# ---- design 1 ----
Design 1, metal 3:
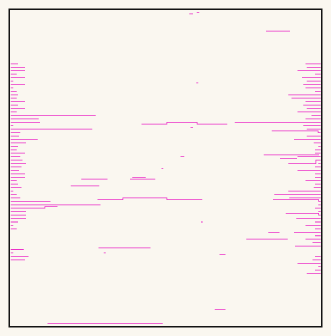

$ cat src/rtl/mio_responder.sv
// Memory-mapped I/O responder: decodes CPU bus accesses to RAM, LED/switch,
// counter and keyboard, inserting per-region wait states before MIO_ready.
module mio_responder #(
    parameter int unsigned RAM_WAIT = 1,
    parameter int unsigned IO_WAIT  = 0
) (
    input  logic        clk,
    input  logic        reset,
    input  logic        CPU_MIO,
    input  logic        MemRead,
    input  logic        MemWrite,
    input  logic [31:0] addr_bus,
    input  logic [31:0] Data_in,
    output logic [31:0] Data_out,
    output logic        MIO_ready,
    output logic [9:0]  ram_addr,
    output logic [31:0] ram_din,
    output logic        ram_we,
    input  logic [31:0] ram_dout,
    input  logic [7:0]  sw,
    output logic [7:0]  led_out,
    input  logic [31:0] counter_val,
    output logic        counter_we,
    output logic [31:0] counter_din,
    input  logic        kbd_ready,
    input  logic [7:0]  kbd_data,
    output logic        kbd_ack
);

    localparam int unsigned DW = 32;
    localparam int unsigned AW = 10;
    localparam int unsigned CW = 3;
    localparam int unsigned LW = 8;

    typedef enum logic [1:0] {S_IDLE, S_WAIT, S_DONE} state_t;
    typedef enum logic [2:0] {T_NONE, T_RAM, T_LED, T_CNT, T_KBD} tgt_t;

    state_t        state_q, state_d;
    logic [CW-1:0] count_q, count_d;
    tgt_t          tgt_q, tgt_d;
    logic          wr_q, wr_d;
    logic [AW-1:0] word_q, word_d;
    logic [DW-1:0] data_q, data_d;
    logic [DW-1:0] dout_q, dout_d;
    logic          ready_q, ready_d;
    logic          ram_we_q, ram_we_d;
    logic [LW-1:0] led_q, led_d;
    logic          cnt_we_q, cnt_we_d;
    logic          kbd_ack_q, kbd_ack_d;

    logic          req;
    tgt_t          tgt_in;
    logic [CW-1:0] sel_wait;
    tgt_t          cur_tgt;
    logic          cur_wr;
    logic [DW-1:0] cur_data;
    logic          unused_addr;

    assign req         = CPU_MIO & (MemRead | MemWrite);
    assign unused_addr = ^addr_bus[1:0];

    // Address decode of the live bus
    always_comb begin
        tgt_in = T_NONE;
        if (addr_bus[31:12] == 20'd0) begin
            tgt_in = T_RAM;
        end else if (addr_bus[31:28] == 4'hF) begin
            unique case (addr_bus[3:2])
                2'b00:   tgt_in = T_LED;
                2'b01:   tgt_in = T_CNT;
                2'b10:   tgt_in = T_KBD;
                default: tgt_in = T_NONE;
            endcase
        end
    end

    assign sel_wait = (tgt_in == T_RAM) ? CW'(RAM_WAIT) : CW'(IO_WAIT);

    // Zero-wait accesses complete straight from IDLE, so use the live bus there
    assign cur_tgt  = (state_q == S_IDLE) ? tgt_in   : tgt_q;
    assign cur_wr   = (state_q == S_IDLE) ? MemWrite : wr_q;
    assign cur_data = (state_q == S_IDLE) ? Data_in  : data_q;

    // RAM sees the address in the accepting cycle so its 1-cycle read lands in time
    assign ram_addr    = (state_q == S_IDLE) ? addr_bus[11:2] : word_q;
    assign ram_din     = data_q;
    assign ram_we      = ram_we_q;
    assign counter_din = data_q;
    assign Data_out    = dout_q;
    assign MIO_ready   = ready_q;
    assign led_out     = led_q;
    assign counter_we  = cnt_we_q;
    assign kbd_ack     = kbd_ack_q;

    always_comb begin
        state_d   = state_q;
        count_d   = count_q;
        tgt_d     = tgt_q;
        wr_d      = wr_q;
        word_d    = word_q;
        data_d    = data_q;
        dout_d    = dout_q;
        led_d     = led_q;
        ram_we_d  = 1'b0;
        cnt_we_d  = 1'b0;
        kbd_ack_d = 1'b0;

        unique case (state_q)
            S_IDLE: begin
                if (req) begin
                    tgt_d    = tgt_in;
                    wr_d     = MemWrite;
                    word_d   = addr_bus[11:2];
                    data_d   = Data_in;
                    ram_we_d = MemWrite & (tgt_in == T_RAM);
                    if (sel_wait == CW'(0)) begin
                        state_d = S_DONE;
                        count_d = CW'(0);
                    end else begin
                        state_d = S_WAIT;
                        count_d = sel_wait - CW'(1);
                    end
                end
            end
            S_WAIT: begin
                if (count_q == CW'(0)) begin
                    state_d = S_DONE;
                end else begin
                    count_d = count_q - CW'(1);
                end
            end
            S_DONE:  state_d = S_IDLE;
            default: state_d = S_IDLE;
        endcase

        ready_d = (state_d == S_DONE);

        // Peripheral side effects and read capture happen on the edge into DONE
        if (state_d == S_DONE) begin
            if (cur_wr) begin
                unique case (cur_tgt)
                    T_LED:   led_d    = cur_data[LW-1:0];
                    T_CNT:   cnt_we_d = 1'b1;
                    default: ;
                endcase
            end else begin
                unique case (cur_tgt)
                    T_RAM:   dout_d = ram_dout;
                    T_LED:   dout_d = {24'd0, sw};
                    T_CNT:   dout_d = counter_val;
                    T_KBD: begin
                        dout_d    = {23'd0, kbd_ready, kbd_data};
                        kbd_ack_d = kbd_ready;
                    end
                    default: dout_d = '0;
                endcase
            end
        end
    end

    always_ff @(posedge clk) begin
        if (reset) begin
            state_q   <= S_IDLE;
            count_q   <= '0;
            tgt_q     <= T_NONE;
            wr_q      <= 1'b0;
            word_q    <= '0;
            data_q    <= '0;
            dout_q    <= '0;
            ready_q   <= 1'b0;
            ram_we_q  <= 1'b0;
            led_q     <= '0;
            cnt_we_q  <= 1'b0;
            kbd_ack_q <= 1'b0;
        end else begin
            state_q   <= state_d;
            count_q   <= count_d;
            tgt_q     <= tgt_d;
            wr_q      <= wr_d;
            word_q    <= word_d;
            data_q    <= data_d;
            dout_q    <= dout_d;
            ready_q   <= ready_d;
            ram_we_q  <= ram_we_d;
            led_q     <= led_d;
            cnt_we_q  <= cnt_we_d;
            kbd_ack_q <= kbd_ack_d;
        end
    end

endmodule

$ cat config.mk
export PLATFORM = sky130hd
export DESIGN_NAME = mio_responder
export DESIGN_NICKNAME = d
export VERILOG_FILES = /design/src/rtl/mio_responder.sv
export SDC_FILE = /design/constraint.sdc
export NUM_CORES = 1
export LEC_CHECK = 0
export CORE_AREA = 2 2 121 123
export DETAILED_ROUTE_END_ITERATION = 8
export DIE_AREA = 0 0 123 125
export HOLD_SLACK_MARGIN = 0.08
export PLACE_DENSITY_LB_ADDON = 0.12
export SLEW_MARGIN = 20
export SYNTH_ARGS = -nofsm -noshare
export SYNTH_HDL_FRONTEND = slang
export SYNTH_SLANG_ARGS = --single-unit
$ cat constraint.sdc
create_clock -name clk -period 2.16 [get_ports clk]
set_input_delay 0.216 -clock clk [delete_from_list [all_inputs] [get_ports clk]]
set_output_delay 0.216 -clock clk [all_outputs]
set_load 0.05 [all_outputs]
# ---- design 2 ----
**config.mk**
```make
export PLATFORM = sky130hd
export DESIGN_NAME = mem_bus_ctrl
export DESIGN_NICKNAME = d
export VERILOG_FILES = /design/src/rtl/mem_bus_pkg.sv /design/src/rtl/mem_load_align.sv /design/src/rtl/mem_bus_ctrl.sv
export SDC_FILE = /design/constraint.sdc
export NUM_CORES = 1
export LEC_CHECK = 0
export ABC_AREA = 1
export CAP_MARGIN = 5
export CORE_MARGIN = 2
export CORE_UTILIZATION = 41
export CTS_CLUSTER_DIAMETER = 150
export CTS_CLUSTER_SIZE = 12
export DETAILED_ROUTE_END_ITERATION = 8
export GPL_TIMING_DRIVEN = 0
export PLACE_DENSITY_LB_ADDON = 0.15
export SYNTH_ARGS = -nofsm -noshare
export SYNTH_HDL_FRONTEND = slang
export SYNTH_SLANG_ARGS = --single-unit
```
**constraint.sdc**
```tcl
create_clock -name Clock -period 1.8 [get_ports Clock]
set_clock_uncertainty 0.05 [all_clocks]
set_input_delay 0.54 -clock Clock [delete_from_list [all_inputs] [get_ports Clock]]
set_output_delay 0.54 -clock Clock [all_outputs]
set_load 0.05 [all_outputs]
```
**src/rtl/mem_bus_pkg.sv**
```systemverilog
// Shared access codes, FSM states and lane helpers for the memory bus controller.
// Pure declarations and combinational functions; no latency.
// No flow control of its own.
package mem_bus_pkg;

    localparam logic [2:0] FUNC_BS = 3'b000;
    localparam logic [2:0] FUNC_HS = 3'b001;
    localparam logic [2:0] FUNC_WD = 3'b010;
    localparam logic [2:0] FUNC_BU = 3'b100;
    localparam logic [2:0] FUNC_HU = 3'b101;

    typedef enum logic [1:0] {IDLE, REQ, DONE} state_t;

    typedef enum logic [1:0] {SZ_BYTE, SZ_HALF, SZ_WORD} accSize_t;

    // Attributes of the accepted access needed after the request phase.
    typedef struct packed {
        logic       isRead;
        logic [2:0] func;
        logic [1:0] lane;
    } reqInfo_t;

    // Unlisted codes fall back to a word access.
    function automatic accSize_t accessSize(input logic [2:0] func);
        case (func)
            FUNC_BS, FUNC_BU: return SZ_BYTE;
            FUNC_HS, FUNC_HU: return SZ_HALF;
            default:          return SZ_WORD;
        endcase
    endfunction

    function automatic logic [3:0] byte_en(input logic [2:0] func, input logic [1:0] addr);
        case (accessSize(func))
            SZ_BYTE: return 4'b0001 << addr;
            SZ_HALF: return 4'b0011 << {addr[1], 1'b0};
            default: return 4'b1111;
        endcase
    endfunction

    function automatic logic misaligned(input logic [2:0] func, input logic [1:0] addr);
        case (accessSize(func))
            SZ_HALF: return addr[0];
            SZ_WORD: return addr != 2'b00;
            default: return 1'b0;
        endcase
    endfunction

endpackage

```
**src/rtl/mem_load_align.sv**
```systemverilog
// Selects the addressed byte/half lane of bus read data and sign/zero extends it.
// Purely combinational, zero latency.
// No flow control; result follows inputs.
module mem_load_align
    import mem_bus_pkg::*;
(
    input  logic [31:0] BusRData,
    input  logic [2:0]  func,
    input  logic [1:0]  addr,
    output logic [31:0] result
);

    logic [7:0]  byteLane;
    logic [15:0] halfLane;
    logic        signExt;

    always_comb begin
        byteLane = 8'h00;
        case (addr)
            2'd0: byteLane = BusRData[7:0];
            2'd1: byteLane = BusRData[15:8];
            2'd2: byteLane = BusRData[23:16];
            2'd3: byteLane = BusRData[31:24];
            default: byteLane = BusRData[7:0];
        endcase
        halfLane = addr[1] ? BusRData[31:16] : BusRData[15:0];
        // Bit 2 of the code distinguishes unsigned byte/half from the signed forms.
        signExt  = ~func[2];

        result = BusRData;
        case (accessSize(func))
            SZ_BYTE: result = {{24{signExt & byteLane[7]}}, byteLane};
            SZ_HALF: result = {{16{signExt & halfLane[15]}}, halfLane};
            default: result = BusRData;
        endcase
    end

endmodule

```
**src/rtl/mem_bus_ctrl.sv**
```systemverilog
// Turns MEM-stage loads/stores into single off-chip bus transactions with BE and replicated data.
// Accept cycle + one or more REQ cycles + DONE; zero-wait access stalls 2 cycles, load result in the 3rd.
// Stalls the pipeline until BusAck or timeout; misaligned accesses are rejected without stalling.
module mem_bus_ctrl
    import mem_bus_pkg::*;
#(
    parameter int TIMEOUT = 16,
    parameter int AW      = 16
) (
    input  logic          Clock,
    input  logic          nReset,
    input  logic          MemRead,
    input  logic          MemWrite,
    input  logic [2:0]    Memfunc,
    input  logic [AW-1:0] MemAddr,
    input  logic [31:0]   MemWriteData,
    output logic          Stall,
    output logic [31:0]   LoadData,
    output logic          LoadValid,
    output logic          AlignErr,
    output logic          BusErr,
    output logic          BusReq,
    output logic          BusWe,
    output logic [AW-3:0] BusAddr,
    output logic [3:0]    BusBE,
    output logic [31:0]   BusWData,
    input  logic [31:0]   BusRData,
    input  logic          BusAck
);

    localparam logic [7:0] CNT_LAST = 8'(TIMEOUT - 1);

    state_t     state;
    state_t     nextState;
    logic [7:0] reqCnt;
    reqInfo_t   info;
    logic       acc;
    logic       aligned;
    logic       accept;
    logic       reject;
    logic       ackHit;
    logic       timedOut;
    logic [31:0] alignedData;

    function automatic logic [31:0] replicate(input logic [2:0] func, input logic [31:0] d);
        case (accessSize(func))
            SZ_BYTE: return {4{d[7:0]}};
            SZ_HALF: return {2{d[15:0]}};
            default: return d;
        endcase
    endfunction

    always_ff @(posedge Clock or negedge nReset) begin
        if (!nReset) begin
            state <= IDLE;
        end else begin
            state <= nextState;
        end
    end

    always_comb begin
        acc       = MemRead | MemWrite;
        aligned   = ~misaligned(Memfunc, MemAddr[1:0]);
        nextState = state;
        accept    = 1'b0;
        reject    = 1'b0;
        ackHit    = 1'b0;
        timedOut  = 1'b0;
        case (state)
            IDLE: begin
                if (acc) begin
                    if (aligned) begin
                        accept    = 1'b1;
                        nextState = REQ;
                    end else begin
                        reject = 1'b1;
                    end
                end
            end
            REQ: begin
                // An ack arriving on the final counted cycle still completes normally.
                if (BusAck) begin
                    ackHit    = 1'b1;
                    nextState = DONE;
                end else if (reqCnt == CNT_LAST) begin
                    timedOut  = 1'b1;
                    nextState = DONE;
                end
            end
            DONE:    nextState = IDLE;
            default: nextState = IDLE;
        endcase
        BusReq = (state == REQ);
        Stall  = accept | (state == REQ);
    end

    // Bus-side registers stay frozen from accept until the next accept.
    always_ff @(posedge Clock or negedge nReset) begin
        if (!nReset) begin
            BusWe    <= 1'b0;
            BusAddr  <= '0;
            BusBE    <= 4'b0000;
            BusWData <= 32'h0;
            info     <= '0;
        end else if (accept) begin
            BusWe       <= MemWrite;
            BusAddr     <= MemAddr[AW-1:2];
            BusBE       <= byte_en(Memfunc, MemAddr[1:0]);
            BusWData    <= replicate(Memfunc, MemWriteData);
            info.isRead <= ~MemWrite;
            info.func   <= Memfunc;
            info.lane   <= MemAddr[1:0];
        end
    end

    always_ff @(posedge Clock or negedge nReset) begin
        if (!nReset) begin
            reqCnt <= 8'h00;
        end else if (state == REQ && nextState == REQ) begin
            reqCnt <= reqCnt + 8'h01;
        end else begin
            reqCnt <= 8'h00;
        end
    end

    mem_load_align u_align (
        .BusRData (BusRData),
        .func     (info.func),
        .addr     (info.lane),
        .result   (alignedData)
    );

    always_ff @(posedge Clock or negedge nReset) begin
        if (!nReset) begin
            LoadData  <= 32'h0;
            LoadValid <= 1'b0;
            AlignErr  <= 1'b0;
            BusErr    <= 1'b0;
        end else begin
            LoadValid <= ackHit & info.isRead;
            AlignErr  <= reject;
            BusErr    <= timedOut;
            if (ackHit && info.isRead) begin
                LoadData <= alignedData;
            end else if ((timedOut && info.isRead) || (reject && MemRead && !MemWrite)) begin
                LoadData <= 32'h0;
            end
        end
    end

endmodule

```
# ---- design 3 ----
<file path="src/rtl/pipe_hold_ctrl_if.sv">
// Hazard-request and hold-control bundle between the pipeline stages and pipe_hold_ctrl.
// slave = controller side, master = pipeline side.
interface pipe_hold_ctrl_if;
    localparam int unsigned ADDR_W = 64;
    localparam int unsigned CNT_W  = 32;

    logic              jump_flag_i;
    logic [ADDR_W-1:0] jump_addr_i;
    logic              load_use_i;
    logic              div_busy_i;
    logic              mem_wait_i;

    logic [1:0]        hold_flag_o;
    logic              ex_hold_o;
    logic              jump_flag_o;
    logic [ADDR_W-1:0] jump_addr_o;
    logic [CNT_W-1:0]  stall_cnt_o;
    logic [CNT_W-1:0]  flush_cnt_o;
    logic              stall_timeout_o;

    modport slave (
        input  jump_flag_i, jump_addr_i, load_use_i, div_busy_i, mem_wait_i,
        output hold_flag_o, ex_hold_o, jump_flag_o, jump_addr_o,
               stall_cnt_o, flush_cnt_o, stall_timeout_o
    );

    modport master (
        output jump_flag_i, jump_addr_i, load_use_i, div_busy_i, mem_wait_i,
        input  hold_flag_o, ex_hold_o, jump_flag_o, jump_addr_o,
               stall_cnt_o, flush_cnt_o, stall_timeout_o
    );
endinterface

</file>
<file path="src/rtl/pipe_hold_ctrl.sv">
// Pipeline hold/flush controller: resolves stall and redirect requests by fixed priority,
// sequences the two-cycle wrong-path flush, and keeps stall/flush counters plus a stall watchdog.
module pipe_hold_ctrl #(
    parameter int unsigned TIMEOUT = 1024
) (
    input  logic            clk,
    input  logic            rst,
    pipe_hold_ctrl_if.slave bus
);
    localparam int unsigned WD_W   = 16;
    localparam int unsigned CNT_W  = 32;
    localparam int unsigned ADDR_W = 64;

    localparam logic [1:0] HOLD_RUN       = 2'b00;
    localparam logic [1:0] HOLD_STALL     = 2'b01;
    localparam logic [1:0] HOLD_FLUSH_IF  = 2'b10;
    localparam logic [1:0] HOLD_FLUSH_ALL = 2'b11;

    typedef enum logic [1:0] {
        S_RUN    = 2'b00,
        S_FLUSH2 = 2'b01,
        S_WAIT   = 2'b10
    } state_e;

    state_e            state_q, state_d;
    logic [1:0]        hold_c;
    logic              ex_hold_c;
    logic              accept_c;
    logic              wait_req_c;
    logic              stall_c;

    logic [CNT_W-1:0]  stall_cnt_q, stall_cnt_d;
    logic [CNT_W-1:0]  flush_cnt_q, flush_cnt_d;
    logic [WD_W-1:0]   wd_cnt_q, wd_cnt_d;
    logic              timeout_q, timeout_d;

    assign wait_req_c = bus.mem_wait_i | bus.div_busy_i;

    always_ff @(posedge clk or negedge rst) begin
        if (!rst) begin
            state_q <= S_RUN;
        end else begin
            state_q <= state_d;
        end
    end

    // Priority: mem_wait > div_busy > jump > (pending flush) > load_use.
    always_comb begin
        state_d   = state_q;
        hold_c    = HOLD_RUN;
        ex_hold_c = 1'b0;
        accept_c  = 1'b0;
        unique case (state_q)
            S_FLUSH2: begin
                if (wait_req_c) begin
                    hold_c    = HOLD_STALL;
                    ex_hold_c = 1'b1;
                    state_d   = S_WAIT;
                end else if (bus.jump_flag_i) begin
                    hold_c   = HOLD_FLUSH_ALL;
                    accept_c = 1'b1;
                    state_d  = S_FLUSH2;
                end else begin
                    hold_c  = HOLD_FLUSH_IF;
                    state_d = S_RUN;
                end
            end
            S_RUN, S_WAIT: begin
                if (wait_req_c) begin
                    hold_c    = HOLD_STALL;
                    ex_hold_c = 1'b1;
                    state_d   = S_WAIT;
                end else if (bus.jump_flag_i) begin
                    hold_c   = HOLD_FLUSH_ALL;
                    accept_c = 1'b1;
                    state_d  = S_FLUSH2;
                end else if (bus.load_use_i) begin
                    hold_c  = HOLD_STALL;
                    state_d = S_RUN;
                end else begin
                    state_d = S_RUN;
                end
            end
            default: begin
                state_d = S_RUN;
            end
        endcase
    end

    // Zero-latency control outputs, forced to idle while reset is held.
    assign bus.hold_flag_o = rst ? hold_c : HOLD_RUN;
    assign bus.ex_hold_o   = rst & ex_hold_c;
    assign bus.jump_flag_o = rst & accept_c;
    assign bus.jump_addr_o = (rst && accept_c) ? bus.jump_addr_i : ADDR_W'(0);

    assign stall_c = (hold_c == HOLD_STALL);

    always_comb begin
        stall_cnt_d = stall_cnt_q;
        flush_cnt_d = flush_cnt_q;
        wd_cnt_d    = '0;
        timeout_d   = timeout_q;
        if (stall_c && (stall_cnt_q != {CNT_W{1'b1}})) begin
            stall_cnt_d = stall_cnt_q + CNT_W'(1);
        end
        if (accept_c) begin
            flush_cnt_d = flush_cnt_q + CNT_W'(1);
        end
        if (stall_c) begin
            wd_cnt_d = (wd_cnt_q == {WD_W{1'b1}}) ? wd_cnt_q : wd_cnt_q + WD_W'(1);
            // Flag on the same edge the counter reaches the limit.
            if (CNT_W'(wd_cnt_d) >= TIMEOUT) begin
                timeout_d = 1'b1;
            end
        end
    end

    always_ff @(posedge clk or negedge rst) begin
        if (!rst) begin
            stall_cnt_q <= '0;
            flush_cnt_q <= '0;
            wd_cnt_q    <= '0;
            timeout_q   <= 1'b0;
        end else begin
            stall_cnt_q <= stall_cnt_d;
            flush_cnt_q <= flush_cnt_d;
            wd_cnt_q    <= wd_cnt_d;
            timeout_q   <= timeout_d;
        end
    end

    assign bus.stall_cnt_o     = stall_cnt_q;
    assign bus.flush_cnt_o     = flush_cnt_q;
    assign bus.stall_timeout_o = timeout_q;

endmodule

</file>
<file path="src/flat_wrapper.sv">
// flat-port wrapper written by rule: the top's interface ports become plain ports
module pipe_hold_ctrl_flat 
#(
    parameter int unsigned TIMEOUT = 1024
)
  (clk, rst, bus_jump_flag_i, bus_jump_addr_i, bus_load_use_i, bus_div_busy_i, bus_mem_wait_i, bus_hold_flag_o, bus_ex_hold_o, bus_jump_flag_o, bus_jump_addr_o, bus_stall_cnt_o, bus_flush_cnt_o, bus_stall_timeout_o);
  pipe_hold_ctrl_if bus_i ();
  input  logic clk;
  input  logic rst;
  input wire logic [$bits(bus_i.jump_flag_i)-1:0] bus_jump_flag_i;
  input wire logic [$bits(bus_i.jump_addr_i)-1:0] bus_jump_addr_i;
  input wire logic [$bits(bus_i.load_use_i)-1:0] bus_load_use_i;
  input wire logic [$bits(bus_i.div_busy_i)-1:0] bus_div_busy_i;
  input wire logic [$bits(bus_i.mem_wait_i)-1:0] bus_mem_wait_i;
  output wire logic [$bits(bus_i.hold_flag_o)-1:0] bus_hold_flag_o;
  output wire logic [$bits(bus_i.ex_hold_o)-1:0] bus_ex_hold_o;
  output wire logic [$bits(bus_i.jump_flag_o)-1:0] bus_jump_flag_o;
  output wire logic [$bits(bus_i.jump_addr_o)-1:0] bus_jump_addr_o;
  output wire logic [$bits(bus_i.stall_cnt_o)-1:0] bus_stall_cnt_o;
  output wire logic [$bits(bus_i.flush_cnt_o)-1:0] bus_flush_cnt_o;
  output wire logic [$bits(bus_i.stall_timeout_o)-1:0] bus_stall_timeout_o;
  assign bus_i.jump_flag_i = bus_jump_flag_i;
  assign bus_i.jump_addr_i = bus_jump_addr_i;
  assign bus_i.load_use_i = bus_load_use_i;
  assign bus_i.div_busy_i = bus_div_busy_i;
  assign bus_i.mem_wait_i = bus_mem_wait_i;
  assign bus_hold_flag_o = bus_i.hold_flag_o;
  assign bus_ex_hold_o = bus_i.ex_hold_o;
  assign bus_jump_flag_o = bus_i.jump_flag_o;
  assign bus_jump_addr_o = bus_i.jump_addr_o;
  assign bus_stall_cnt_o = bus_i.stall_cnt_o;
  assign bus_flush_cnt_o = bus_i.flush_cnt_o;
  assign bus_stall_timeout_o = bus_i.stall_timeout_o;
  pipe_hold_ctrl #(.TIMEOUT(TIMEOUT)) u_core (.clk(clk), .rst(rst), .bus(bus_i));
endmodule
</file>
<file path="config.mk">
export PLATFORM = sky130hd
export DESIGN_NAME = pipe_hold_ctrl_flat
export DESIGN_NICKNAME = d
export VERILOG_FILES = /design/src/rtl/pipe_hold_ctrl_if.sv /design/src/rtl/pipe_hold_ctrl.sv /design/src/flat_wrapper.sv
export SDC_FILE = /design/constraint.sdc
export NUM_CORES = 1
export LEC_CHECK = 0
export CORE_MARGIN = 10
export CORE_UTILIZATION = 29
export DETAILED_ROUTE_END_ITERATION = 10
export RECOVER_POWER = 25
export SYNTH_ARGS = -nofsm -noshare
export SYNTH_HDL_FRONTEND = slang
export SYNTH_SLANG_ARGS = --single-unit
</file>
<file path="constraint.sdc">
create_clock -name clk -period 3.3 [get_ports clk]
set_input_delay 0.66 -clock clk [delete_from_list [all_inputs] [get_ports clk]]
set_output_delay 0.66 -clock clk [all_outputs]
set_load 0.02 [all_outputs]
</file>
# ---- design 4 ----
==> config.mk <==
export PLATFORM = sky130hd
export DESIGN_NAME = multi_timer
export DESIGN_NICKNAME = d
export VERILOG_FILES = /design/src/rtl/multi_timer.sv
export SDC_FILE = /design/constraint.sdc
export NUM_CORES = 1
export LEC_CHECK = 0
export CAP_MARGIN = 10
export CORE_AREA = 5 5 122 124
export DETAILED_ROUTE_END_ITERATION = 7
export DIE_AREA = 0 0 127 129
export GPL_TIMING_DRIVEN = 0
export PLACE_DENSITY = 0.8
export SLEW_MARGIN = 20
export SYNTH_ARGS = -nofsm -noshare
export SYNTH_HDL_FRONTEND = slang
export SYNTH_SLANG_ARGS = --single-unit
==> constraint.sdc <==
create_clock -name clk_1 -period 3.9 [get_ports clk_1]
set_input_delay 0.585 -clock clk_1 [delete_from_list [all_inputs] [get_ports clk_1]]
set_output_delay 0.585 -clock clk_1 [all_outputs]
set_load 0.05 [all_outputs]
==> src/rtl/multi_timer.sv <==
// Multi-channel down-counting timer with per-channel CTRL/PRESET/COUNT registers and level IRQs.
// Optional feature: define MULTI_TIMER_PRESCALE_EN to enable the 8-bit per-channel prescaler in CTRL[15:8].
module multi_timer #(
    parameter int NUM_CH = 2,
    parameter int CNT_W  = 32
) (
    input  logic              clk_1,
    input  logic              reset,
    input  logic [3:0]        ADDR,
    input  logic              We,
    input  logic [31:0]       DataIn,
    output logic [31:0]       DataOut,
    output logic [NUM_CH-1:0] IRQ,
    output logic              IRQ_any
);

    typedef enum logic [1:0] {
        ST_IDLE = 2'd0,
        ST_LOAD = 2'd1,
        ST_CNT  = 2'd2,
        ST_INT  = 2'd3
    } state_t;

    state_t                   state_r   [NUM_CH];
    logic [CNT_W-1:0]         preset_r  [NUM_CH];
    logic [CNT_W-1:0]         count_r   [NUM_CH];
    logic [NUM_CH-1:0]        en_r;
    logic [NUM_CH-1:0][1:0]   mode_r;
    logic [NUM_CH-1:0]        im_r;
    logic [NUM_CH-1:0]        pend_r;
    logic [NUM_CH-1:0][7:0]   ps_r;
`ifdef MULTI_TIMER_PRESCALE_EN
    logic [NUM_CH-1:0][7:0]   pc_r;
`endif

    logic [NUM_CH-1:0]        wr_ctrl_s;
    logic [NUM_CH-1:0]        wr_preset_s;
    logic [NUM_CH-1:0]        tick_s;
    logic [31:0]              data_out_s;
    logic                     unused_s;

    assign unused_s = ^DataIn;

    // Write strobes per channel; out-of-range channels never match and are dropped.
    always_comb begin
        wr_ctrl_s   = {NUM_CH{1'b0}};
        wr_preset_s = {NUM_CH{1'b0}};
        for (int i = 0; i < NUM_CH; i++) begin
            if (We && (ADDR[3:2] == 2'(i))) begin
                wr_ctrl_s[i]   = (ADDR[1:0] == 2'd0);
                wr_preset_s[i] = (ADDR[1:0] == 2'd1);
            end else begin
                wr_ctrl_s[i]   = 1'b0;
                wr_preset_s[i] = 1'b0;
            end
        end
    end

    // Count enable: every CNT cycle, or once per PS+1 cycles with the prescaler built in.
    always_comb begin
        tick_s = {NUM_CH{1'b1}};
`ifdef MULTI_TIMER_PRESCALE_EN
        for (int i = 0; i < NUM_CH; i++) begin
            tick_s[i] = (pc_r[i] == ps_r[i]);
        end
`endif
    end

    // Per-channel register file and IDLE -> LOAD -> CNT -> INT sequencer.
    always_ff @(posedge clk_1) begin
        if (reset) begin
            for (int i = 0; i < NUM_CH; i++) begin
                state_r[i]  <= ST_IDLE;
                preset_r[i] <= {CNT_W{1'b0}};
                count_r[i]  <= {CNT_W{1'b0}};
            end
            en_r   <= {NUM_CH{1'b0}};
            mode_r <= {(2*NUM_CH){1'b0}};
            im_r   <= {NUM_CH{1'b0}};
            pend_r <= {NUM_CH{1'b0}};
            ps_r   <= {(8*NUM_CH){1'b0}};
`ifdef MULTI_TIMER_PRESCALE_EN
            pc_r   <= {(8*NUM_CH){1'b0}};
`endif
        end else begin
            for (int i = 0; i < NUM_CH; i++) begin
                if (wr_preset_s[i]) begin
                    preset_r[i] <= DataIn[CNT_W-1:0];
                end
                if (wr_ctrl_s[i]) begin
                    en_r[i]   <= DataIn[0];
                    mode_r[i] <= DataIn[2:1];
                    im_r[i]   <= DataIn[3];
`ifdef MULTI_TIMER_PRESCALE_EN
                    ps_r[i]   <= DataIn[15:8];
`endif
                    if (DataIn[4]) begin
                        pend_r[i] <= 1'b0;
                    end
                end
`ifdef MULTI_TIMER_PRESCALE_EN
                if ((state_r[i] == ST_CNT) && !tick_s[i]) begin
                    pc_r[i] <= pc_r[i] + 8'd1;
                end else begin
                    pc_r[i] <= 8'd0;
                end
`endif
                // Disabling wins over any state progress; COUNT keeps its last value.
                if (wr_ctrl_s[i] && !DataIn[0]) begin
                    state_r[i] <= ST_IDLE;
                end else begin
                    case (state_r[i])
                        ST_IDLE: begin
                            if (wr_ctrl_s[i] || en_r[i]) begin
                                state_r[i] <= ST_LOAD;
                            end
                        end
                        ST_LOAD: begin
                            count_r[i] <= preset_r[i];
                            state_r[i] <= ST_CNT;
                        end
                        ST_CNT: begin
                            if (tick_s[i]) begin
                                if (count_r[i] == {CNT_W{1'b0}}) begin
                                    pend_r[i]  <= 1'b1;
                                    state_r[i] <= ST_INT;
                                end else begin
                                    count_r[i] <= count_r[i] - CNT_W'(1);
                                end
                            end
                        end
                        ST_INT: begin
                            if (mode_r[i] == 2'b01) begin
                                state_r[i] <= ST_LOAD;
                            end else begin
                                en_r[i]    <= 1'b0;
                                state_r[i] <= ST_IDLE;
                            end
                        end
                        default: begin
                            state_r[i] <= ST_IDLE;
                        end
                    endcase
                end
            end
        end
    end

    // Read mux; unmatched channels and register 3 fall through to zero.
    always_comb begin
        data_out_s = 32'd0;
        for (int i = 0; i < NUM_CH; i++) begin
            if (ADDR[3:2] == 2'(i)) begin
                case (ADDR[1:0])
                    2'd0:    data_out_s = {16'd0, ps_r[i], 3'd0, pend_r[i], im_r[i], mode_r[i], en_r[i]};
                    2'd1:    data_out_s = 32'(preset_r[i]);
                    2'd2:    data_out_s = 32'(count_r[i]);
                    default: data_out_s = 32'd0;
                endcase
            end else begin
                data_out_s = data_out_s;
            end
        end
    end

    assign DataOut = data_out_s;
    assign IRQ     = pend_r & im_r;
    assign IRQ_any = |(pend_r & im_r);

endmodule

Design 3, clock distribution:
Bar = 50 µm.
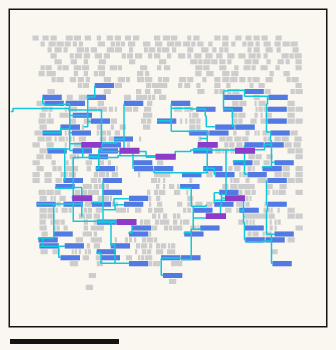
legend:
  purple:
    item: clock-net drivers
    count: 9
  blue:
    item: flip-flops
    count: 83
  cyan:
    item: clock wires
    length: 1110 µm
routed clock nets: 10
Clk. pwr: 1020 µW
Setup Skew: 0.009639 ns
clock latency (worst-skew pair): 0.33 ns
clock share of power: 35.3%

==> impl_metrics.tcl, design 3 <==
# yosys + openroad results
set metrics [dict create \
    wl_met2_um 7626 \
    violations "capacitance limit, slew limit" \
    drv_cap 1 \
    period_needed_ns 3.067 \
    fin_cells 849 \
    finalCritPeriodShare_pct 92.93 \
    drt_iter0_drc 140 \
    aoi_share_pct 3.632 \
    use_met1_pct 17.74 \
    ys_area_um2 4513 \
    wl_met3_um 960 \
    grt_pass1_wl_um 23410 \
    drv_slew 61 \
    clockBufferDepth 2 \
    end_kind "output pin" \
    cts_buffers 9 \
    netlist_instances 445 \
    syn_area_um2 4513 \
    power_leakage_uw 0.003254 \
    antenna_found_initial 1 \
    async_flop_share_pct 100.0 \
    die_h_um 144.8 \
    hold_viol 0 \
    met3_usage_pct 4.563 \
    seq_area_frac_synth_pct 46.02 \
    cp_slowest_cell "clkdlybuf4s50_1" \
    top_logic_kind "simple AND/OR/NAND/NOR gates" \
    drc_errors 0 \
    grt_pass1_vias 4085 \
    synth_top_cell_by_count "dfrtp_1" \
    lay_top_cells "clkdlybuf4s50_1, dfrtp_1, and2_1" \
    outcome "finished, violations left" \
]
design 3: layout make-up:
type / count / area (µm²)
timing repair buffer: 212 / 2023
clock buffer: 11 / 242.7
inverter: 7 / 26.28
fill: 1484 / 8182
multi-input combinational: 343 / 2355
tap: 188 / 235.2
sequential: 83 / 2077
clock inverter: 5 / 61.31
design 3: where the power goes:
part,internal (µW),switching (µW),total (µW),leakage (µW)
sequential,1110,138,1250,0.00109
combinational,319,303,622,0.00202
clock,611,411,1020,0.000150
design 3: timing repair:
action                     in CTS  in global routing
pin swaps                       0                  0
cloned                          0                  0
setup endpoints to repair      64                  1
resized                        64                  1
design 3: worst max-delay path: cells and delay by family:
kind                   cells  cell delay (ns)
buffers and inverters      3             1.05
and+or+nand+nor            2             0.40
AOI/OAI and AO/OA          1             0.26
design 3: state kept, by name (all words and copies together) (netlist names):
| signal | cells |
|---|---|
| u_core.bus.stall_timeout_o | 1 |
| u_core.bus.flush_cnt_o | 32 |
| u_core.state_q | 2 |
| u_core.wd_cnt_q | 16 |
| u_core.bus.stall_cnt_o | 32 |
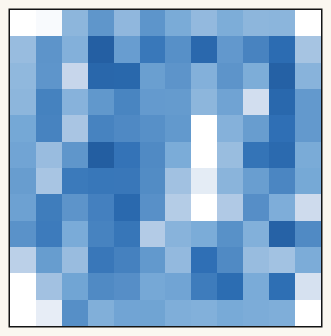
Design 1: cell density map
The die is cut into 12 by 12 equal tiles; white is low, dark blue is high, 0 to 100% covered.
tiles over 75% full: 8.3%
fullest tile: 81%
nearly empty tiles: 5.6%
mean over tiles: 51%

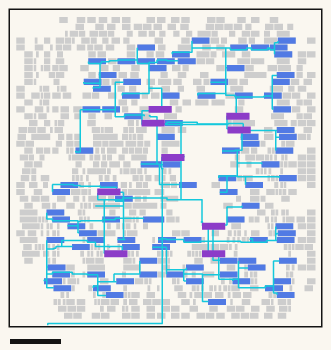
Design 1: clock distribution
Bar = 20 µm.
legend:
  purple:
    item: clock-net drivers
    count: 9
  blue:
    item: flip-flops
    count: 95
  cyan:
    item: clock wires
    length: 1220 µm
flops lie: all over the die
Clk. pwr: 1600 µW
Setup Skew: 0.006676 ns
clock latency (worst-skew pair): 0.33 ns
clock share of power: 34.9%

About 'metal 3' of design 1:
wire length on this layer: 971 µm
main direction: horizontal
longest straight run: 45.3 µm
share of all routed wire: 6.7%
WL final: 14440 µm
routed vias: 4881
met3 Track Usage GR: 3.832%

==> impl_metrics.tcl, design 1 <==
# yosys + openroad results
set metrics [dict create \
    avgSynthCellArea_um2 8.558 \
    yosys_warnings 0 \
    overflow 0 \
    wl_met2_um 7132 \
    tool_warnings 29 \
    final_area_um2 8098 \
    finalCritPeriodShare_pct 96.88 \
    drv_slew 0 \
    period_needed_ns 2.093 \
    dp_cells 975 \
    reg2reg_from "state_q[1]" \
    edf_count 0 \
    grt_max_degree 48 \
    p_sw_uw 1322 \
    outcome "complete, no violations" \
    ir_drop_mv 0.3533 \
    flop_area_um2 1909 \
    cp_slowest_cell "a2111o_2" \
    clockBufferCount 11 \
    ys_area_um2 4870 \
    slew_headroom_pct 56.40 \
    path_max_fanout 6 \
    antenna_found_initial 0 \
    place_area_um2 7654 \
    finalWorstSetupSlack_ns 0.06739 \
    clockBufferDepth 2 \
    wl_met1_um 6119 \
]
==> design 1: path summary, 6_finish.rpt <==
kind,cells after the start,endpoint
worst min register to register,2,wr_q
worst max register to register,6,led_out[3]
worst max-delay path,7,Data_out[13]
worst min-delay path,2,kbd_ack
==> design 1: Yosys cell counts (10+ instances only) <==
cell type | count | area (µm²)
clkbuf_1 | 26 | 97.59
o2bb2ai_2 | 20 | 300.3
a22oi_1 | 31 | 232.7
nand2_1 | 135 | 506.7
a211oi_1 | 18 | 135.1
dfxtp_1 | 95 | 1902
mux2i_1 | 18 | 180.2
a21oi_1 | 55 | 275.3
buf_4 | 32 | 240.2
inv_1 | 24 | 90.09
a22o_1 | 10 | 87.58
==> design 1: sequential cells by signal, summed over array words and instances, names as in the netlist <==
signal	flops
Data_out	32
counter_din	32
word_q	10
led_out	8
count_q	3
tgt_q	3
state_q	2
MIO_ready	1
counter_we	1
kbd_ack	1
ram_we	1
wr_q	1
==> design 1: power groups by stage <==
stage	Sequential (µW)	Clock, µW	Combinational [µW]
floorplan	2000	0	501
global placement	1880	0	1130
detailed placement	1880	0	1140
CTS	1840	1640	1150
global route	1850	1730	1220
finish	1840	1600	1150
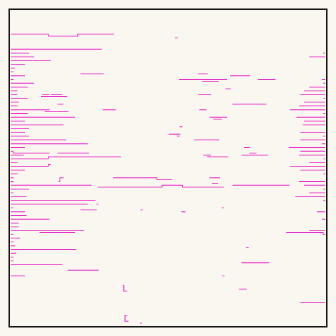
Design 2: metal 3
nets with wire on the layer: 129
longest straight run: 32.4 µm
wire length on this layer: 1090 µm
main direction: horizontal
share of all routed wire: 7.2%

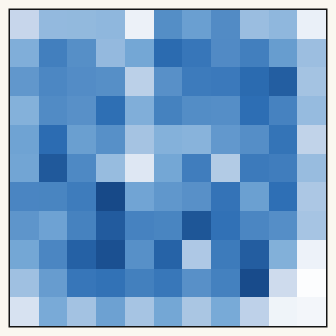
Design 2: cell density map
The die is cut into 11 by 11 equal tiles; white is low, dark blue is high, 0 to 100% covered.
fullest tile: 90%
mean over tiles: 55%
tiles over 75% full: 12%
nearly empty tiles: 0.80%
fin util: 61.50%
area of the core: 11860 µm²

==> impl_metrics.tcl, design 2 <==
# yosys + openroad results
set metrics [dict create \
    outcome "finished, violations left" \
    violations "setup timing" \
    fin_cells 979 \
    ys_cells 632 \
    syn_nets 721 \
    synthFlopType "dfrtp_1" \
    dp_slack_ns -1.306 \
    die_h_um 113.8 \
    drv_slew 0 \
    use_met2_pct 39.96 \
    finalWorstSetupSlack_ns -0.1202 \
    seq_area_share_pct 34.99 \
    die_w_um 113.8 \
    clock-root-buffer "clkbuf_16" \
    rr_endpoint "info[5]" \
    hold_ws_ns 0.2387 \
    clock_power_share_pct 16.1 \
    mostFrequentLayoutCell "nand2_1" \
    vias 4952 \
    required_ns 1.21 \
    comb_share_pct 29.16 \
    critPathKind "reg -> out" \
    cts_sinks 102 \
    dr.pass1.iters 6 \
    wl_per_cell_um 15.49 \
    path_max_fanout 3 \
    synth.area.mux_share_pct 0 \
    inv_count 32 \
    max_freq_mhz 520.8 \
    p_sw_uw 6063 \
    final-setup-viol-count 1 \
    busiest_layer "met2" \
    p_comb_share_pct 54.2 \
    use_met1_pct 30.40 \
    rrSetupSlack_ns 0.07 \
    drc_errors 0 \
    cp-endpoint "Stall" \
    period_needed_ns 1.920 \
    adder_share_pct 0.2533 \
    combGateArea_um2 2127 \
    signal_buffers 217 \
    fp_util_pct 41.65 \
    finalCritPeriodShare_pct 106.7 \
]
design 2: power groups by stage:
stage | registers (µW) | logic (µW) | clock network [µW]
floorplan | 6340 | 1790 | 0
global placement | 3640 | 6830 | 0
detailed placement | 3670 | 6910 | 0
CTS | 3650 | 6700 | 2000
global route | 3750 | 7090 | 2100
finish | 3640 | 6640 | 1970
design 2: what timing repair did:
action                                  CTS  global route
endpoints found under the setup margin  107            54
pin swaps                                 2             6
resized                                 259            40
buffers inserted                          3             7
design 2: stage by stage:
step,area (µm²),utilization [%],total power (µW),setup TNS [ns]
3_5_place_dp,6932,58.44,10580,-29.42
2_1_floorplan,4989,-,8128,-0.06353
5_1_grt,7295,61.50,12940,-0.9581
6_report,7295,61.50,12260,-0.1202
3_3_place_gp,6914,58.29,10470,-393.76
4_1_cts,7332,61.81,12350,-0.4613
design 2: worst max-delay path: stages (launching register included):
cell and delay, ns:
dfrtp_1 0.41, inv_1 0.08, nand2_2 0.07, nor2_4 0.12, nand2_4 0.10, nand2_8 0.06
buf_8 0.14
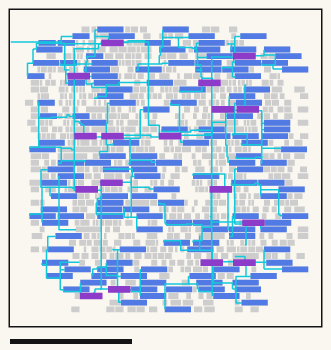
Design 4: clock distribution
Bar = 50 µm.
legend:
  blue:
    item: flip-flops
    count: 142
  cyan:
    item: clock wires
    length: 1810 µm
  purple:
    item: clock-net drivers
    count: 17
flops lie: all over the die
clock share of power: 38.2%
clock latency (worst-skew pair): 0.43 ns
Clk. pwr: 1750 µW
Setup Skew: 0.007709 ns

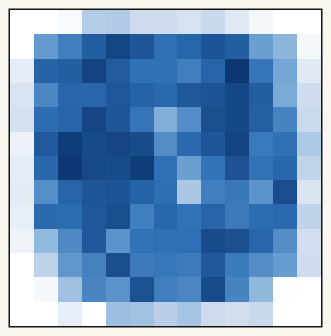
Design 4: cell density map
The die is cut into 13 by 13 equal tiles; white is low, dark blue is high, 0 to 100% covered.
fullest tile: 97%
mean over tiles: 57%
emptiest ninth of the die: lower left
densest ninth of the die: centre
tiles over 75% full: 38%
fin util: 69.56%
Init Core Util: 56.68%
area of the core: 13670 µm²

==> impl_metrics.tcl, design 4 <==
# yosys + openroad results
set metrics [dict create \
    rr_endpoint "count_r[0][9]" \
    grt_max_degree 33 \
    cts_buffers 17 \
    edf_count 132 \
    p_comb_share_pct 17.0 \
    synthFlopType "edfxtp_1" \
    final_area_um2 9505 \
    ff2ff_path_depth 10 \
    holdPathStages 2 \
    place_hpwl_um 15350 \
    post_cts_buffers 0 \
    cts.clk_slew.worst_paths_ns 0.06 \
    netlist_instances 693 \
    cp_slowest_cell "clkdlybuf4s50_1" \
    period_needed_ns 3.805 \
    outcome "complete, no violations" \
    top_cells_by_count "edfxtp_1, a22oi_1, nand2_1, o22ai_1, nor2_1" \
    cp-start-kind "input port" \
    min_path_type "reg -> reg" \
    synth_top_cell_by_count "edfxtp_1" \
    cp_common_cell "clkdlybuf4s50_1" \
    setup_tns_ns 0 \
    grt_pass1_vias 6440 \
    grt_pass1_wl_um 34750 \
    dr.pass1.iters 6 \
    slowest_delay_ns 0.82 \
    ir_drop_mv 0.3670 \
    cp-endpoint "DataOut[14]" \
    xor_share_pct 6.106 \
    flop_area_um2 4164 \
    overflow 0 \
    wirelength_um 22210 \
    signal_buffers 120 \
    clock_area_share_pct 6.595 \
    synthTopCellsByArea "edfxtp_1, a22oi_1, xnor2_1" \
    max_freq_mhz 262.8 \
]
-- design 4: worst reg2reg max path, cell delays in order (launching register included) --
cell	delay, ns
edfxtp_1	0.46
inv_1	0.09
ha_1	0.22
nor4b_2	0.36
nand3_1	0.36
nor4_2	0.50
or2_1	0.17
buf_2	0.22
buf_2	0.33
nand2_2	0.37
buf_16	0.30
-- design 4: sequential cells by signal, summed over array words and instances, names as in the netlist --
register,flops
im_r,2
count_r,64
state_r,4
pend_r,2
preset_r,64
en_r,2
mode_r,4
-- design 4: cells in the final DEF (no fill, tap or decap), drive strengths merged, types with 4 or more instances in the layout --
cell type,netlist,final
o22ai,55,55
nand3,11,11
or2,4,4
a211oi,10,10
dlygate4sd2,0,4
nor4,13,13
bufinv,0,5
clkbuf,26,42
nand2,54,54
dlymetal6s2s,0,23
inv,4,4
nor3,21,21
or4,15,15
and2,35,35
nand2b,8,8
clkinv,0,6
xnor2,40,40
nor2b,4,4
o2bb2ai,27,27
a21oi,16,16
o21ai,7,7
or3,11,11
clkdlybuf4s50,0,45
edfxtp,132,132
a22oi,54,54
nor2,47,47
buf,21,24
mux2i,14,14
nand3b,4,4
xor2,14,14
dfxtp,10,10
a21o,6,6


==> screenshots <==
I/O pins on the die edge.
Pins as bars across the die edge, other pins in grey.
picture 1
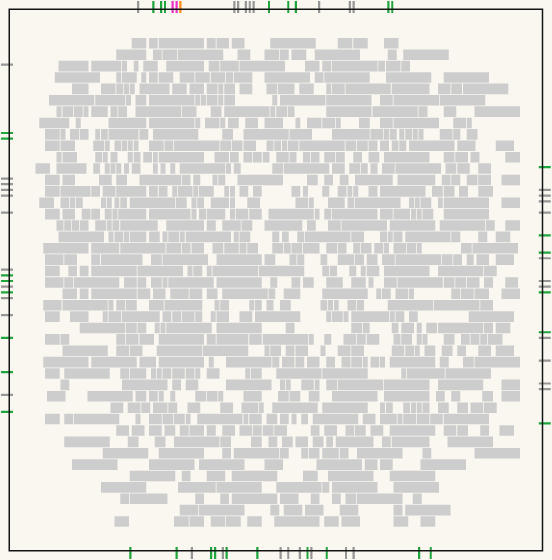
picture 2
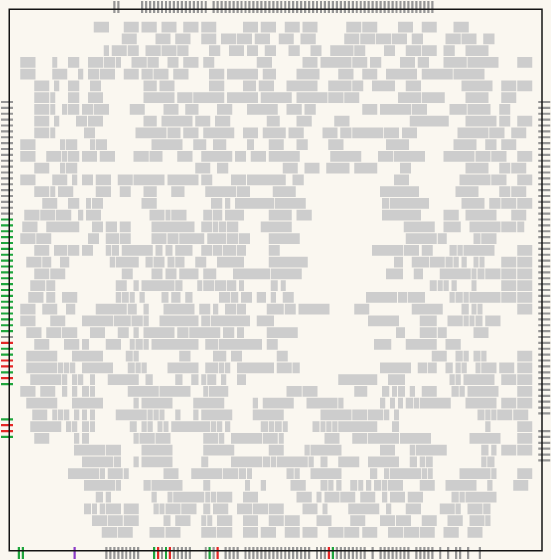
picture 3
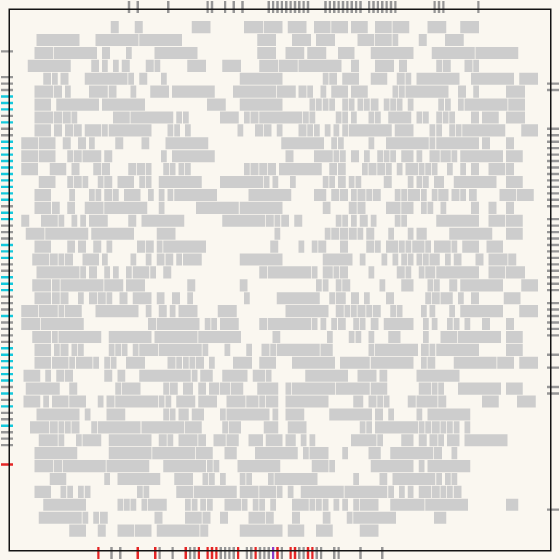
picture 4
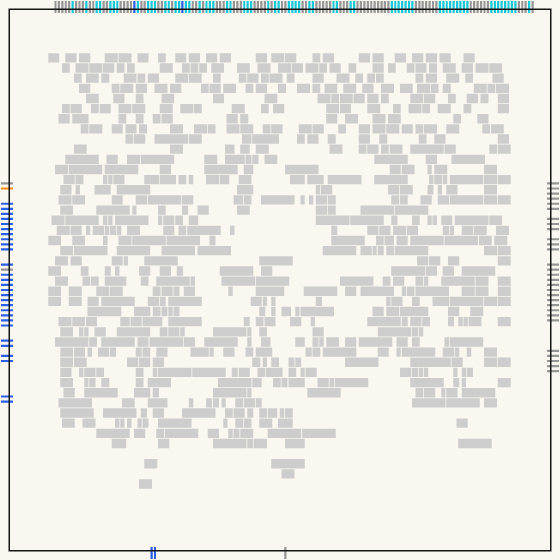
- most pins: picture 2
- fewest pins: picture 1
| from | picture |
|---|---|
| design 4 | picture 1 |
| design 1 | picture 2 |
| design 2 | picture 3 |
| design 3 | picture 4 |

Key to picture 1:
legend:
  green:
    port: `DataIn`
    pins: 32
    direction: input
    edge: 10 bottom, 8 top, 8 left, 6 right
  magenta:
    port: `IRQ`
    pins: 2
    direction: output
    edge: top
  orange:
    port: `IRQ_any`
    pins: 1
    direction: output
    edge: top
all pins by edge: 20 top, 19 left, 18 bottom, 17 right


==> notes/layouts.md <==
Pictures saved along the way, in no particular order.

Placement view.
(a)
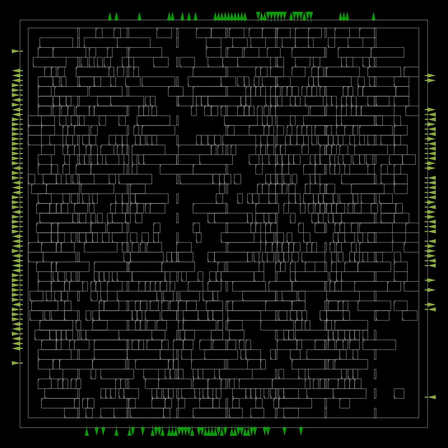
(b)
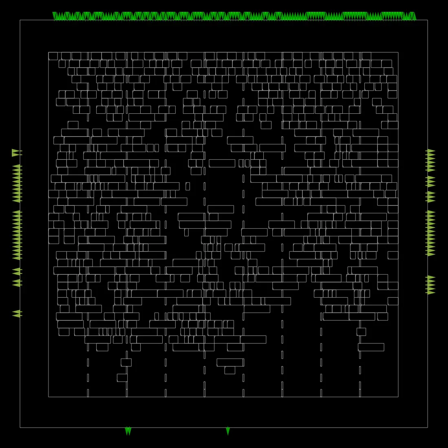
(c)
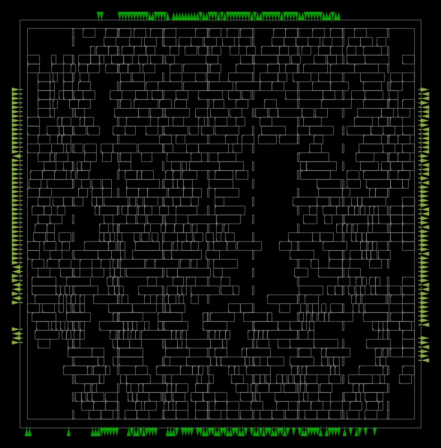
(d)
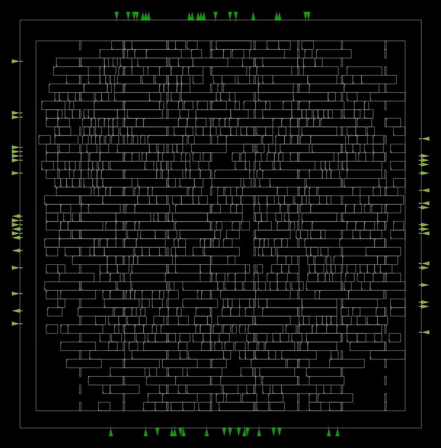
- design 3 = (b)
- design 2 = (a)
- design 1 = (c)
- design 4 = (d)

Power is estimated from default activity; no workload was simulated.
